######## block 1 ########
**Block 1: routing congestion**

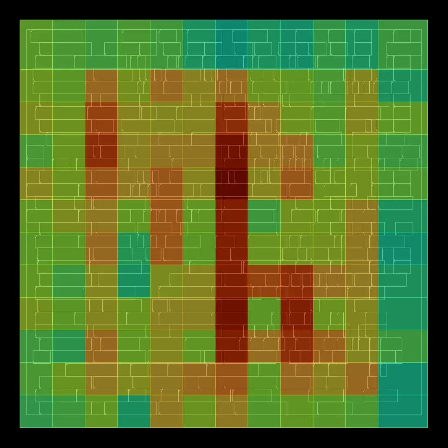

File: config.mk
export PLATFORM = sky130hd
export DESIGN_NAME = counter_sequencer
export DESIGN_NICKNAME = d
export VERILOG_FILES = /design/src/rtl/counter_sequencer.sv
export SDC_FILE = /design/constraint.sdc
export NUM_CORES = 1
export LEC_CHECK = 0
export CAP_MARGIN = 30
export CORE_UTILIZATION = 60
export DETAILED_ROUTE_END_ITERATION = 10
export MAX_ROUTING_LAYER = met4
export PLACE_DENSITY_LB_ADDON = 0.08
export SLEW_MARGIN = 0
export SYNTH_ARGS = -nofsm -noshare
export SYNTH_HDL_FRONTEND = slang
export SYNTH_SLANG_ARGS = --single-unit
File: constraint.sdc
create_clock -name clk -period 6.05 [get_ports clk]
set_input_delay 0.605 -clock clk [delete_from_list [all_inputs] [get_ports clk]]
set_output_delay 0.605 -clock clk [all_outputs]
set_load 0.02 [all_outputs]
File: src/rtl/counter_sequencer.sv
// Command sequencer for the SmartCounter: queues {start,len} commands, drives
// load/enable/load_val and reports the sampled count with a done pulse.
module counter_sequencer #(
   parameter int WIDTH = 8,
   parameter int LEN_W = 8,
   parameter int DEPTH = 4
) (
   input  logic             clk,
   input  logic             rst,
   input  logic             cmd_valid,
   output logic             cmd_ready,
   input  logic [WIDTH-1:0] cmd_start,
   input  logic [LEN_W-1:0] cmd_len,
   input  logic             abort,
   output logic             cnt_load,
   output logic             cnt_enable,
   output logic [WIDTH-1:0] cnt_load_val,
   input  logic [WIDTH-1:0] cnt_q,
   output logic             busy,
   output logic             done,
   output logic [WIDTH-1:0] done_q
);

   localparam int PTR_W = (DEPTH > 1) ? $clog2(DEPTH) : 1;
   localparam logic [PTR_W:0] FULL_CNT = (PTR_W + 1)'(DEPTH);

   typedef enum logic [1:0] {IDLE, LOAD, RUN, FINISH} state_t;

   state_t           state;
   logic [WIDTH-1:0] fifo_start [DEPTH];
   logic [LEN_W-1:0] fifo_len   [DEPTH];
   logic [PTR_W-1:0] wr_ptr;
   logic [PTR_W-1:0] rd_ptr;
   logic [PTR_W:0]   count;
   logic [LEN_W-1:0] rem;
   logic             push;
   logic             pop;

   // Room is judged on the registered count only, so a pop never frees a slot
   // for a push in the same cycle.
   assign cmd_ready = (count < FULL_CNT) && !rst;
   assign push      = cmd_valid && cmd_ready;
   assign pop       = (state == IDLE) && (count != '0);
   assign busy      = (state != IDLE) || (count != '0);

   // Command storage carries no reset; validity is tracked by count.
   always_ff @(posedge clk) begin
      if (push) begin
         fifo_start[wr_ptr] <= cmd_start;
         fifo_len[wr_ptr]   <= cmd_len;
      end
   end

   always_ff @(posedge clk) begin
      if (rst) begin
         wr_ptr <= '0;
         rd_ptr <= '0;
         count  <= '0;
      end else begin
         if (push)
            wr_ptr <= wr_ptr + 1'b1;
         if (pop)
            rd_ptr <= rd_ptr + 1'b1;
         case ({push, pop})
            2'b10:   count <= count + 1'b1;
            2'b01:   count <= count - 1'b1;
            default: count <= count;
         endcase
      end
   end

   // rem holds the enables still to issue, counting down to the last RUN cycle.
   always_ff @(posedge clk) begin
      if (rst) begin
         state        <= IDLE;
         cnt_load     <= 1'b0;
         cnt_enable   <= 1'b0;
         cnt_load_val <= '0;
         done         <= 1'b0;
         done_q       <= '0;
         rem          <= '0;
      end else begin
         done <= 1'b0;
         case (state)
            IDLE: begin
               cnt_load   <= 1'b0;
               cnt_enable <= 1'b0;
               if (pop) begin
                  cnt_load     <= 1'b1;
                  cnt_load_val <= fifo_start[rd_ptr];
                  rem          <= fifo_len[rd_ptr];
                  state        <= LOAD;
               end
            end
            LOAD: begin
               cnt_load <= 1'b0;
               if (abort || (rem == '0)) begin
                  cnt_enable <= 1'b0;
                  state      <= FINISH;
               end else begin
                  cnt_enable <= 1'b1;
                  state      <= RUN;
               end
            end
            RUN: begin
               if (abort || (rem == LEN_W'(1))) begin
                  cnt_enable <= 1'b0;
                  state      <= FINISH;
               end else begin
                  rem <= rem - 1'b1;
               end
            end
            FINISH: begin
               cnt_load   <= 1'b0;
               cnt_enable <= 1'b0;
               done       <= 1'b1;
               done_q     <= cnt_q;
               state      <= IDLE;
            end
            default: state <= IDLE;
         endcase
      end
   end

endmodule

######## block 2 ########
File: config.mk
export PLATFORM = sky130hd
export DESIGN_NAME = agg_ctrl
export DESIGN_NICKNAME = d
export VERILOG_FILES = /design/src/rtl/agg_ctrl.sv
export SDC_FILE = /design/constraint.sdc
export NUM_CORES = 1
export LEC_CHECK = 0
export CAP_MARGIN = 30
export CORE_ASPECT_RATIO = 0.5
export CORE_MARGIN = 8
export CORE_UTILIZATION = 50
export CTS_CLUSTER_SIZE = 10
export DETAILED_ROUTE_END_ITERATION = 10
export PLACE_DENSITY = 0.86
export SETUP_SLACK_MARGIN = 0.05
export SYNTH_ARGS = -nofsm -noshare
export SYNTH_HDL_FRONTEND = slang
export SYNTH_SLANG_ARGS = --single-unit
File: constraint.sdc
create_clock -name clk -period 3.01 [get_ports clk]
set_input_delay 0.4515 -clock clk [delete_from_list [all_inputs] [get_ports clk]]
set_output_delay 0.4515 -clock clk [all_outputs]
set_load 0.03 [all_outputs]
File: src/rtl/agg_ctrl.sv
// ---------------------------------------------------------------------------
// agg_ctrl : sequencing controller for the aggregator datapath.
// For each output neuron it counts num_terms partial sums into the aggregator,
// offers the finished result to the activation stage under valid/ready, and
// steps through num_outputs neurons before pulsing done.
//
// Ports:
//   clk, rst              clock, synchronous active-high reset
//   start                 layer start pulse (honoured only in IDLE)
//   num_terms/num_outputs layer lengths, latched on an accepted start
//   in_valid / in_ready   partial-sum handshake
//   agg_en / agg_clr      aggregator accumulate / load strobes (combinational)
//   act_valid / act_ready result handshake towards the activation stage
//   out_idx               index of the output in progress
//   busy, done            not-IDLE flag, end-of-layer pulse
//   stall_cnt             (only with AGG_CTRL_PERF_EN) saturating stall counter
//
// Build option: define AGG_CTRL_PERF_EN to add the stall_cnt port.
// ---------------------------------------------------------------------------
module agg_ctrl #(
  parameter int unsigned cnt_width = 8
) (
  input  logic                 clk,
  input  logic                 rst,
  input  logic                 start,
  input  logic [cnt_width-1:0] num_terms,
  input  logic [cnt_width-1:0] num_outputs,
  input  logic                 in_valid,
  output logic                 in_ready,
  output logic                 agg_en,
  output logic                 agg_clr,
  output logic                 act_valid,
  input  logic                 act_ready,
  output logic [cnt_width-1:0] out_idx,
  output logic                 busy,
`ifdef AGG_CTRL_PERF_EN
  output logic                 done,
  output logic [15:0]          stall_cnt
`else
  output logic                 done
`endif
);

  localparam int unsigned StallW = 16;

  typedef enum logic [1:0] {
    IDLE  = 2'd0,
    ACC   = 2'd1,
    DRAIN = 2'd2,
    DONE  = 2'd3
  } state_e;

  state_e               state_q, state_d;
  logic [cnt_width-1:0] term_cnt_q, term_cnt_d;
  logic [cnt_width-1:0] out_idx_q, out_idx_d;
  logic [cnt_width-1:0] num_terms_q, num_terms_d;
  logic [cnt_width-1:0] num_outputs_q, num_outputs_d;
  logic                 in_ready_q, act_valid_q, busy_q, done_q;

  logic start_ok;
  logic last_term;
  logic last_out;

  // Lengths are non-zero whenever they are compared, so the -1 never wraps.
  assign start_ok  = start && (num_terms != '0) && (num_outputs != '0);
  assign last_term = (term_cnt_q == cnt_width'(num_terms_q - cnt_width'(1)));
  assign last_out  = (out_idx_q == cnt_width'(num_outputs_q - cnt_width'(1)));

`ifdef AGG_CTRL_PERF_EN
  logic [StallW-1:0] stall_q, stall_d;
  logic              stall_ev;

  // Stall: ACC waiting on input, or DRAIN waiting on the activation stage.
  assign stall_ev = ((state_q == ACC) && !in_valid) ||
                    ((state_q == DRAIN) && !act_ready);

  always_comb begin
    stall_d = stall_q;
    if (state_q == IDLE && start_ok) begin
      stall_d = '0;
    end else if (stall_ev && (stall_q != {StallW{1'b1}})) begin
      stall_d = StallW'(stall_q + StallW'(1));
    end
  end

  assign stall_cnt = stall_q;
`endif

  // Next-state and counter update.
  always_comb begin
    state_d       = state_q;
    term_cnt_d    = term_cnt_q;
    out_idx_d     = out_idx_q;
    num_terms_d   = num_terms_q;
    num_outputs_d = num_outputs_q;
    unique case (state_q)
      IDLE: begin
        if (start_ok) begin
          num_terms_d   = num_terms;
          num_outputs_d = num_outputs;
          term_cnt_d    = '0;
          out_idx_d     = '0;
          state_d       = ACC;
        end
      end
      ACC: begin
        if (in_valid) begin
          if (last_term) begin
            term_cnt_d = '0;
            state_d    = DRAIN;
          end else begin
            term_cnt_d = cnt_width'(term_cnt_q + cnt_width'(1));
          end
        end
      end
      DRAIN: begin
        if (act_ready) begin
          if (last_out) begin
            state_d = DONE;
          end else begin
            out_idx_d = cnt_width'(out_idx_q + cnt_width'(1));
            state_d   = ACC;
          end
        end
      end
      DONE: begin
        state_d = IDLE;
      end
      default: begin
        state_d = IDLE;
      end
    endcase
  end

  // State, counters and state-decoded outputs, all registered.
  always_ff @(posedge clk) begin
    if (rst) begin
      state_q       <= IDLE;
      term_cnt_q    <= '0;
      out_idx_q     <= '0;
      num_terms_q   <= '0;
      num_outputs_q <= '0;
      in_ready_q    <= 1'b0;
      act_valid_q   <= 1'b0;
      busy_q        <= 1'b0;
      done_q        <= 1'b0;
`ifdef AGG_CTRL_PERF_EN
      stall_q       <= '0;
`endif
    end else begin
      state_q       <= state_d;
      term_cnt_q    <= term_cnt_d;
      out_idx_q     <= out_idx_d;
      num_terms_q   <= num_terms_d;
      num_outputs_q <= num_outputs_d;
      in_ready_q    <= (state_d == ACC);
      act_valid_q   <= (state_d == DRAIN);
      busy_q        <= (state_d != IDLE);
      done_q        <= (state_d == DONE);
`ifdef AGG_CTRL_PERF_EN
      stall_q       <= stall_d;
`endif
    end
  end

  assign in_ready  = in_ready_q;
  assign act_valid = act_valid_q;
  assign busy      = busy_q;
  assign done      = done_q;
  assign out_idx   = out_idx_q;

  // Strobes follow in_valid directly; in_ready_q is high exactly in ACC.
  assign agg_en  = in_valid & in_ready_q;
  assign agg_clr = agg_en & (term_cnt_q == '0);

endmodule

######## block 3 ########
--- config.mk ---
export PLATFORM = sky130hd
export DESIGN_NAME = stats_sequencer
export DESIGN_NICKNAME = d
export VERILOG_FILES = /design/src/rtl/stats_pkg.sv /design/src/rtl/stats_divider.sv /design/src/rtl/stats_sequencer.sv
export SDC_FILE = /design/constraint.sdc
export NUM_CORES = 1
export LEC_CHECK = 0
export ABC_AREA = 1
export CAP_MARGIN = 20
export CORE_MARGIN = 2
export CORE_UTILIZATION = 50
export CTS_BUF_LIST = sky130_fd_sc_hd__clkbuf_4
export DETAILED_ROUTE_END_ITERATION = 12
export GPL_TIMING_DRIVEN = 0
export PLACE_DENSITY_LB_ADDON = 0.2
export RECOVER_POWER = 100
export SLEW_MARGIN = 20
export SYNTH_ARGS = -nofsm -noshare
export SYNTH_HDL_FRONTEND = slang
export SYNTH_SLANG_ARGS = --single-unit
--- constraint.sdc ---
create_clock -name clk -period 4.9 [get_ports clk]
set_clock_uncertainty 0.2 [all_clocks]
set_input_delay 1.47 -clock clk [delete_from_list [all_inputs] [get_ports clk]]
set_output_delay 1.47 -clock clk [all_outputs]
set_load 0.05 [all_outputs]
--- src/rtl/stats_pkg.sv ---
// Shared types and constants for the run-statistics sequencer.
// Latency: n/a (declarations only).
// Backpressure: n/a.
package stats_pkg;

  localparam int DEF_CNT_W  = 32;
  localparam int DEF_FRAC_W = 8;

  typedef enum logic [2:0] {
    ST_IDLE = 3'd0,
    ST_RUN  = 3'd1,
    ST_DIV  = 3'd2,
    ST_DUMP = 3'd3,
    ST_DONE = 3'd4
  } state_t;

  // Order in which the report words leave the dump port
  localparam logic [2:0] IDX_CYCLES = 3'd0;
  localparam logic [2:0] IDX_INSTR  = 3'd1;
  localparam logic [2:0] IDX_STALL  = 3'd2;
  localparam logic [2:0] IDX_BRANCH = 3'd3;
  localparam logic [2:0] IDX_IPC    = 3'd4;
  localparam int         NUM_BEATS  = 5;

endpackage

--- src/rtl/stats_divider.sv ---
// Restoring unsigned divider, one quotient bit per cycle.
// Latency: valid rises NUM_W-1 cycles after the start edge; the first bit is resolved on the start edge itself.
// Backpressure: none; valid and quot hold until the next start.
module stats_divider #(
  parameter int NUM_W = 40,
  parameter int DEN_W = 32
) (
  input  logic             clk,
  input  logic             rst_n,
  input  logic             start,
  input  logic [NUM_W-1:0] num,
  input  logic [DEN_W-1:0] den,
  output logic             busy,
  output logic             valid,
  output logic [NUM_W-1:0] quot
);

  localparam int CNT_BITS = $clog2(NUM_W + 1);

  logic [DEN_W-1:0]    rem_q, rem_d;
  logic [NUM_W-1:0]    q_q, q_d;
  logic [DEN_W-1:0]    den_q, den_d;
  logic                zero_q, zero_d;
  logic                busy_q, busy_d;
  logic                valid_q, valid_d;
  logic [CNT_BITS-1:0] cnt_q, cnt_d;

  // One restoring step, applied either to fresh operands (start) or to the running state
  logic [DEN_W-1:0] src_rem;
  logic [NUM_W-1:0] src_q;
  logic [DEN_W-1:0] src_den;
  logic [DEN_W:0]   shifted;
  logic             ge;
  logic [DEN_W-1:0] step_rem;
  logic [NUM_W-1:0] step_q;

  // Shift the next numerator bit into the remainder and subtract the divisor if it fits
  always_comb begin
    src_rem  = start ? '0 : rem_q;
    src_q    = start ? num : q_q;
    src_den  = start ? den : den_q;
    shifted  = {src_rem, src_q[NUM_W-1]};
    ge       = (shifted >= {1'b0, src_den});
    step_rem = ge ? DEN_W'(shifted - {1'b0, src_den}) : shifted[DEN_W-1:0];
    step_q   = {src_q[NUM_W-2:0], ge};
  end

  // Sequencing: load on start, iterate while busy, flag the result after the last bit
  always_comb begin
    rem_d   = rem_q;
    q_d     = q_q;
    den_d   = den_q;
    zero_d  = zero_q;
    busy_d  = busy_q;
    valid_d = valid_q;
    cnt_d   = cnt_q;
    if (start) begin
      rem_d   = step_rem;
      q_d     = step_q;
      den_d   = den;
      zero_d  = (den == '0);
      busy_d  = 1'b1;
      valid_d = 1'b0;
      cnt_d   = CNT_BITS'(NUM_W - 1);
    end else if (busy_q) begin
      rem_d = step_rem;
      q_d   = step_q;
      cnt_d = cnt_q - CNT_BITS'(1);
      if (cnt_q == CNT_BITS'(1)) begin
        busy_d  = 1'b0;
        valid_d = 1'b1;
      end
    end
  end

  // Divider state registers
  always_ff @(posedge clk or negedge rst_n) begin
    if (!rst_n) begin
      rem_q   <= '0;
      q_q     <= '0;
      den_q   <= '0;
      zero_q  <= 1'b0;
      busy_q  <= 1'b0;
      valid_q <= 1'b0;
      cnt_q   <= '0;
    end else begin
      rem_q   <= rem_d;
      q_q     <= q_d;
      den_q   <= den_d;
      zero_q  <= zero_d;
      busy_q  <= busy_d;
      valid_q <= valid_d;
      cnt_q   <= cnt_d;
    end
  end

  // A zero divisor would yield all-ones from the restoring loop; report 0 instead
  assign quot  = zero_q ? '0 : q_q;
  assign busy  = busy_q;
  assign valid = valid_q;

endmodule

--- src/rtl/stats_sequencer.sv ---
// Run-statistics controller: counts a run, divides out IPC, then dumps five words.
// Latency: dump_valid rises CNT_W+FRAC_W cycles after entering DIV; one beat per cycle with ready high.
// Backpressure: beat held stable while dump_valid && !dump_ready; valid never depends on ready combinationally.
module stats_sequencer
  import stats_pkg::*;
#(
  parameter int CNT_W  = DEF_CNT_W,
  parameter int FRAC_W = DEF_FRAC_W
) (
  input  logic             clk,
  input  logic             rst_n,
  input  logic             start,
  input  logic             halt,
  input  logic             inst_retire,
  input  logic             stall,
  input  logic             br_taken,
  output logic             dump_valid,
  input  logic             dump_ready,
  output logic [2:0]       dump_idx,
  output logic [CNT_W-1:0] dump_data,
  output logic             busy,
  output logic             done
);

  localparam int Q_W = CNT_W + FRAC_W;

  state_t           state_q, state_d;
  logic [CNT_W-1:0] cyc_q, cyc_d;
  logic [CNT_W-1:0] ins_q, ins_d;
  logic [CNT_W-1:0] stl_q, stl_d;
  logic [CNT_W-1:0] brn_q, brn_d;
  logic [2:0]       idx_q, idx_d;

  logic             div_start;
  logic             div_busy;
  logic             div_valid;
  logic [Q_W-1:0]   div_quot;
  logic [CNT_W-1:0] ipc;

  // Next-state, saturating counters and divider launch
  always_comb begin
    state_d   = state_q;
    cyc_d     = cyc_q;
    ins_d     = ins_q;
    stl_d     = stl_q;
    brn_d     = brn_q;
    idx_d     = idx_q;
    div_start = 1'b0;
    case (state_q)
      ST_IDLE, ST_DONE: begin
        if (start) begin
          cyc_d   = '0;
          ins_d   = '0;
          stl_d   = '0;
          brn_d   = '0;
          idx_d   = IDX_CYCLES;
          state_d = ST_RUN;
        end
      end
      ST_RUN: begin
        if (cyc_q != '1) cyc_d = cyc_q + CNT_W'(1);
        if (inst_retire && ins_q != '1) ins_d = ins_q + CNT_W'(1);
        if (stall && stl_q != '1) stl_d = stl_q + CNT_W'(1);
        if (br_taken && brn_q != '1) brn_d = brn_q + CNT_W'(1);
        // Halt cycle is counted, so the divider takes the post-update values
        if (halt) begin
          div_start = 1'b1;
          state_d   = ST_DIV;
        end
      end
      ST_DIV: begin
        if (div_valid && !div_busy) begin
          idx_d   = IDX_CYCLES;
          state_d = ST_DUMP;
        end
      end
      ST_DUMP: begin
        if (dump_ready) begin
          if (idx_q == IDX_IPC) begin
            idx_d   = IDX_CYCLES;
            state_d = ST_DONE;
          end else begin
            idx_d = idx_q + 3'd1;
          end
        end
      end
      default: state_d = ST_IDLE;
    endcase
  end

  // Control and counter registers
  always_ff @(posedge clk or negedge rst_n) begin
    if (!rst_n) begin
      state_q <= ST_IDLE;
      cyc_q   <= '0;
      ins_q   <= '0;
      stl_q   <= '0;
      brn_q   <= '0;
      idx_q   <= IDX_CYCLES;
    end else begin
      state_q <= state_d;
      cyc_q   <= cyc_d;
      ins_q   <= ins_d;
      stl_q   <= stl_d;
      brn_q   <= brn_d;
      idx_q   <= idx_d;
    end
  end

  stats_divider #(
    .NUM_W (Q_W),
    .DEN_W (CNT_W)
  ) u_div (
    .clk   (clk),
    .rst_n (rst_n),
    .start (div_start),
    .num   ({ins_d, {FRAC_W{1'b0}}}),
    .den   (cyc_d),
    .busy  (div_busy),
    .valid (div_valid),
    .quot  (div_quot)
  );

  // IPC clamps to all-ones when the quotient needs more than CNT_W bits
  assign ipc = (|div_quot[Q_W-1:CNT_W]) ? '1 : div_quot[CNT_W-1:0];

  // Dump word select, decoded from registered index and counters only
  always_comb begin
    dump_data = '0;
    case (idx_q)
      IDX_CYCLES: dump_data = cyc_q;
      IDX_INSTR:  dump_data = ins_q;
      IDX_STALL:  dump_data = stl_q;
      IDX_BRANCH: dump_data = brn_q;
      IDX_IPC:    dump_data = ipc;
      default:    dump_data = '0;
    endcase
  end

  assign dump_valid = (state_q == ST_DUMP);
  assign dump_idx   = idx_q;
  assign busy       = (state_q == ST_RUN) || (state_q == ST_DIV) || (state_q == ST_DUMP);
  assign done       = (state_q == ST_DONE);

endmodule

**Block 2: power grid**

Bar = 20 microns. Pins as bars on the die edge.
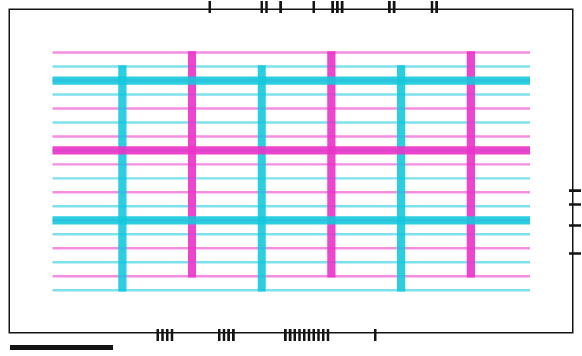
cyan -> VSS
magenta -> VDD
met4 straps = 6
rows = 17
signal pins = 35
met1 rails = 18
met5 straps = 3
DIE HEIGHT: 62.7 microns
core area: 0.00430 sq mm
Die Span X: 109 microns
worst supply voltage drop on vdd: 0.180 mV

==> flow_summary_export.csv, block 2 <==
group,metric,value,unit
status,status,"finished, final reports clean",
drt,dr.max_layer_used,"met4",
critical_path,timing.critical_path.buf_inv,1,
global_route,grt_max_usage_layer,"met2",
clock_tree,cts_post_setup_buffers_inserted,0,
global_route,grtUsageTotal,15.3,%
critical_path,regToRegStartpoint,"num_outputs_q[0]$_SDFFE_PP0P_",
timing,setup_violations,0,
global_route,first_pass_grt_wire_length,8690,microns
power,clk-power,0.366,mW
synth,post_synthesis_chip_area_from_yosys,0.00218,sq mm
finish,layout.cells.most_common_list,"45 x nand2_1, 38 x dfxtp_1, 34 x clkdlybuf4s50_1",
timing,max-slew-margin-rel,55.7,%
critical_path,launching_instance_or_port_of_the_critical_path,"num_outputs_q[0]$_SDFFE_PP0P_",
global_route,gr-usage-met1,16.5,%
power,fin_total_pwr,1.15,mW
critical_path,family_of_cells_with_the_greatest_summed_delay_on_the_critical_path,"AND-OR/OR-AND gates",
finish,combAreaFraction,49.5,%
global_route,antenna_found_initial,0,
clock_tree,cts_made_buffers,5,
drt,met2_length,2820,microns
-- block 2: synth_stat cells, types with 2 or more instances --
cell	instances
nand4b_1	4
o211ai_1	3
dfxtp_1	38
xor2_1	6
nand3_1	15
nor2_1	7
buf_1	2
nand4_1	2
and3_1	3
o21a_1	3
a21oi_2	2
nor4b_1	2
nand2b_1	5
xnor2_1	18
nor3_1	8
o21ai_0	2
a21boi_0	2
or4_4	2
a211oi_1	9
a41o_1	2
a21o_1	2
a2111oi_0	3
ha_1	5
inv_1	10
clkbuf_1	12
nor4_1	8
nand2_1	45
and2_1	2
a21oi_1	23
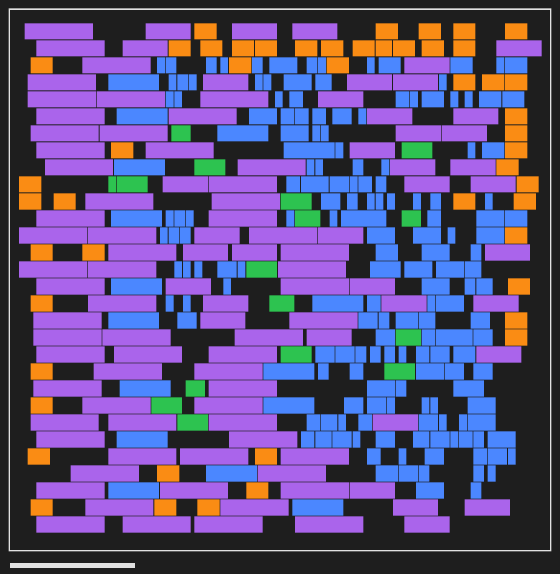
**Above:** block 1 (cell classes on the final placement).
Bar = 20 microns.
orange -> other buffers and delay cells  # cells 49, share of their area 10%
blue -> all other logic  # cells 180, share of their area 31%
green -> clock drivers and dummy loads  # cells 16, share of their area 3.9%
purple -> flip-flops  # cells 102, share of their area 55%

Notes on 'routing congestion' of block 1 above:
Util after Layout: 72.7%
Total Routing Usage GR: 21.5%

==> flow_summary_export.csv, block 1 <==
group,metric,value,unit
status,status,"finished, final reports clean",
drt,detailed_router_iteration_count_before_antenna_repair,4,
timing,final.setup_skew,0.0112,ns
clock_tree,cts.sink_count,102,
clock_tree,cts_made_buffers,9,
finish,layout.non_clock_buffers,49,
synth,synth-adder-area-share,4.86,%
synth,yosys_warnings,0,
finish,synthToLayoutAreaGrowth,16.3,%
power,power_density,406,mW/mm^2
synth,post_synth.cell_area_avg,14.4,sq um
power,pg_seq,0.920,mW
synth,synth.area.top_cells,"edfxtp_1 45%, dfxtp_1 18%, mux4_2 8.4%, ha_1 4.4%, a21oi_1 2.2%",
power,seq_power_share,45.6,%
floorplan,top_level_port_count,49,
drt,drt-met1-wl,3320,microns
floorplan,die_height,86.4,microns
critical_path,worstPathCellList,"inv_1, ha_1, or4b_1, clkdlybuf4s50_1",
clock_tree,cts-htree-levels,3,
timing,grt_setup_unrepaired,"no",
global_route,grt_pass1_vias,2409,
synth,syn_inst,297,
critical_path,critical_path_arrival,2.33,ns
global_route,pin_count_of_the_biggest_net_entering_global_routing,40,
finish,inverters,14,
synth,xor_area_share,1.03,%
synth,number_of_enable_type_register_cells_in_the_synthesized_netlist,64,
finish,final-clk-cell-share,3.78,%
place,dp.cells,427,
synth,postSynthNetCount,341,
floorplan,initial_standard_cell_utilization_of_the_core,62.5,%
timing,maximum_clock_frequency,340,MHz
critical_path,family_of_cells_with_the_greatest_summed_delay_on_the_critical_path,"buffers and inverters",
finish,seqAreaFraction,54.0,%
place,detailed_placement_hpwl,4760,microns
drt,remaining_drc_errors,0,
finish,layout.cells.non_filler,443,
drt,post_drt_wl_per_cell,16.3,microns
synth,synth_largest_type_area_fraction,45.0,%
drt,met2_length,3570,microns
timing,layout_worst_path_cycle_share,48.6,%
synth,mux_share,10.5,%
synth,common_cells,"64 x edfxtp_1, 38 x dfxtp_1, 23 x nor2_1",
[block 1: path summary, 6_finish.rpt]
check                                  to  depth (start not counted)                    startpoint  slack (ns)
min reg2reg  cnt_load_val[4]$_SDFFE_PP0P_                          2  cnt_load_val[4]$_SDFFE_PP0P_        0.46
max reg2reg         count[2]$_SDFFE_PP0P_                          8         count[2]$_SDFFE_PP0P_        3.50
min          cnt_load_val[4]$_SDFFE_PP0P_                          2  cnt_load_val[4]$_SDFFE_PP0P_        0.46
max                                  busy                          4         state[0]$_SDFFE_PP0P_        3.11
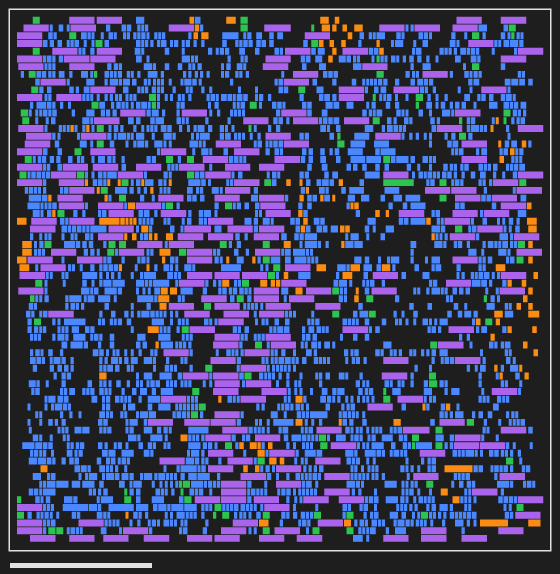
**Above:** block 3 (cell classes on the final placement).
Bar = 50 microns.
blue -> all other logic  # cells 2251, share of their area 58%
green -> clock drivers and dummy loads  # cells 125, share of their area 4.7%
orange -> other buffers and delay cells  # cells 151, share of their area 4.9%
purple -> flip-flops  # cells 247, share of their area 33%

==> flow_summary_export.csv, block 3 <==
group,metric,value,unit
status,status,"finished, violations left",
status,failing_checks,"capacitance limit, slew limit",
finish,layout.cells.most_common_list,"692 x nand2_1, 336 x inv_1, 272 x nor2_1",
timing,grt_setup_unrepaired,"yes",
clock_tree,cts-htree-levels,3,
timing,final-hold-violation-count,0,
timing,final_max_slew_viol_count,63,
finish,final-clk-cell-share,4.56,%
synth,post_synthesis_chip_area_from_yosys,0.0173,sq mm
power,power_density,611,mW/mm^2
finish,synthToLayoutAreaGrowth,13.0,%
clock_tree,clkLatencyLatePin,0.80,ns
critical_path,regToRegStartpoint,"cyc_q[12]$_DFF_PN0_",
timing,layout_worst_path_cycle_share,98.8,%
finish,max_flop_register,"u_div.q_q",
place,io_buffers,45,
critical_path,cp_slowest_cell,"dfrtp_1",
drt,met2_length,30500,microns
power,netSwitchingPower,6.26,mW
timing,finalWorstSetupSlack,0.0609,ns
drt,routed_via_density,5.89,
drt,remaining_drc_errors,0,
worst_hold_path,min_to,"u_div.rem_q[25]$_DFFE_PN0P_",
power,clk-power,2.02,mW
global_route,grt_max_usage_layer,"met2",
synth,synth.area.top_cells,"dfrtp_1 36%, nand2_1 15%, inv_1 7.4%, o21ai_0 7.2%, nor2_1 6.0%",
flow_run,max_cap_viol_count,1,
finish,combAreaFraction,49.4,%
==> block 3: cell usage after synthesis (20+ instances only) <==
| cell | number |
|---|---|
| a21oi_1 | 93 |
| ha_1 | 43 |
| nor2_1 | 277 |
| dfrtp_1 | 247 |
| o21ai_0 | 250 |
| nand3_1 | 176 |
| a221oi_1 | 20 |
| o22ai_1 | 21 |
| xor2_1 | 66 |
| nand2_1 | 694 |
| nor3_1 | 74 |
| o21ai_1 | 21 |
| inv_1 | 339 |
| clkbuf_1 | 58 |
| buf_2 | 24 |
| nand4_1 | 52 |
| o211ai_1 | 23 |

==> notes/layouts.md <==
Pictures saved along the way, in no particular order.

Signal wires by layer.
Plate I
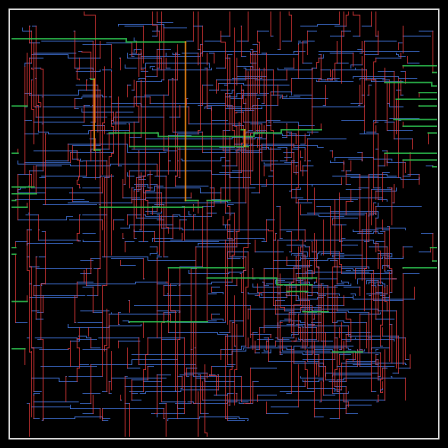
Plate II
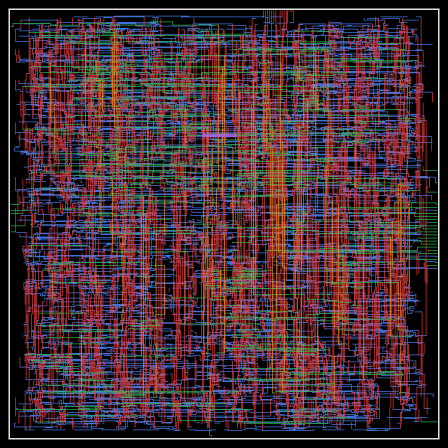
Plate III
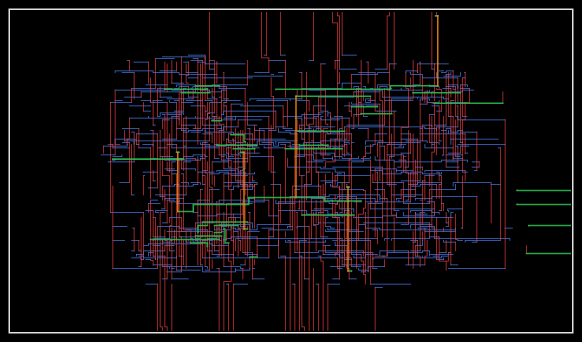
For block 1, see Plate I.
For block 3, see Plate II.
For block 2, see Plate III.

Key to Plate III:
blue -> met1  # wire length 2100 microns
green -> met3  # wire length 291 microns
red -> met2  # wire length 2820 microns
orange -> met4  # wire length 76.2 microns



==> notes/layouts.md <==
Pictures saved along the way, in no particular order.

Clock wires, drivers and flops.
picture 1
Bar = 50 microns.
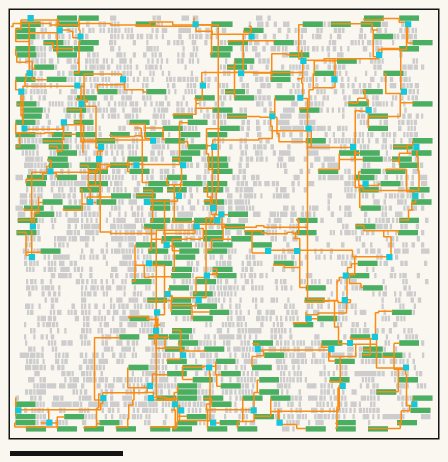
picture 2
Bar = 20 microns.
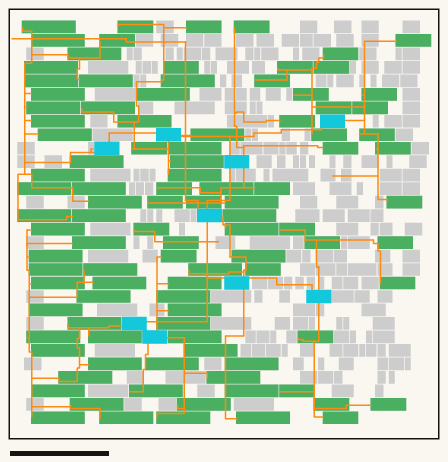
picture 3
Bar = 20 microns.
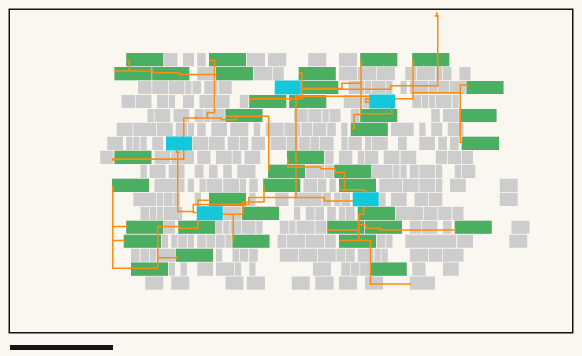
block 3: picture 1
block 1: picture 2
block 2: picture 3
Of these, fewest sequential cells: picture 3
Of these, most sequential cells: picture 1

No activity file was given, so power comes from the tool's default toggle rates.
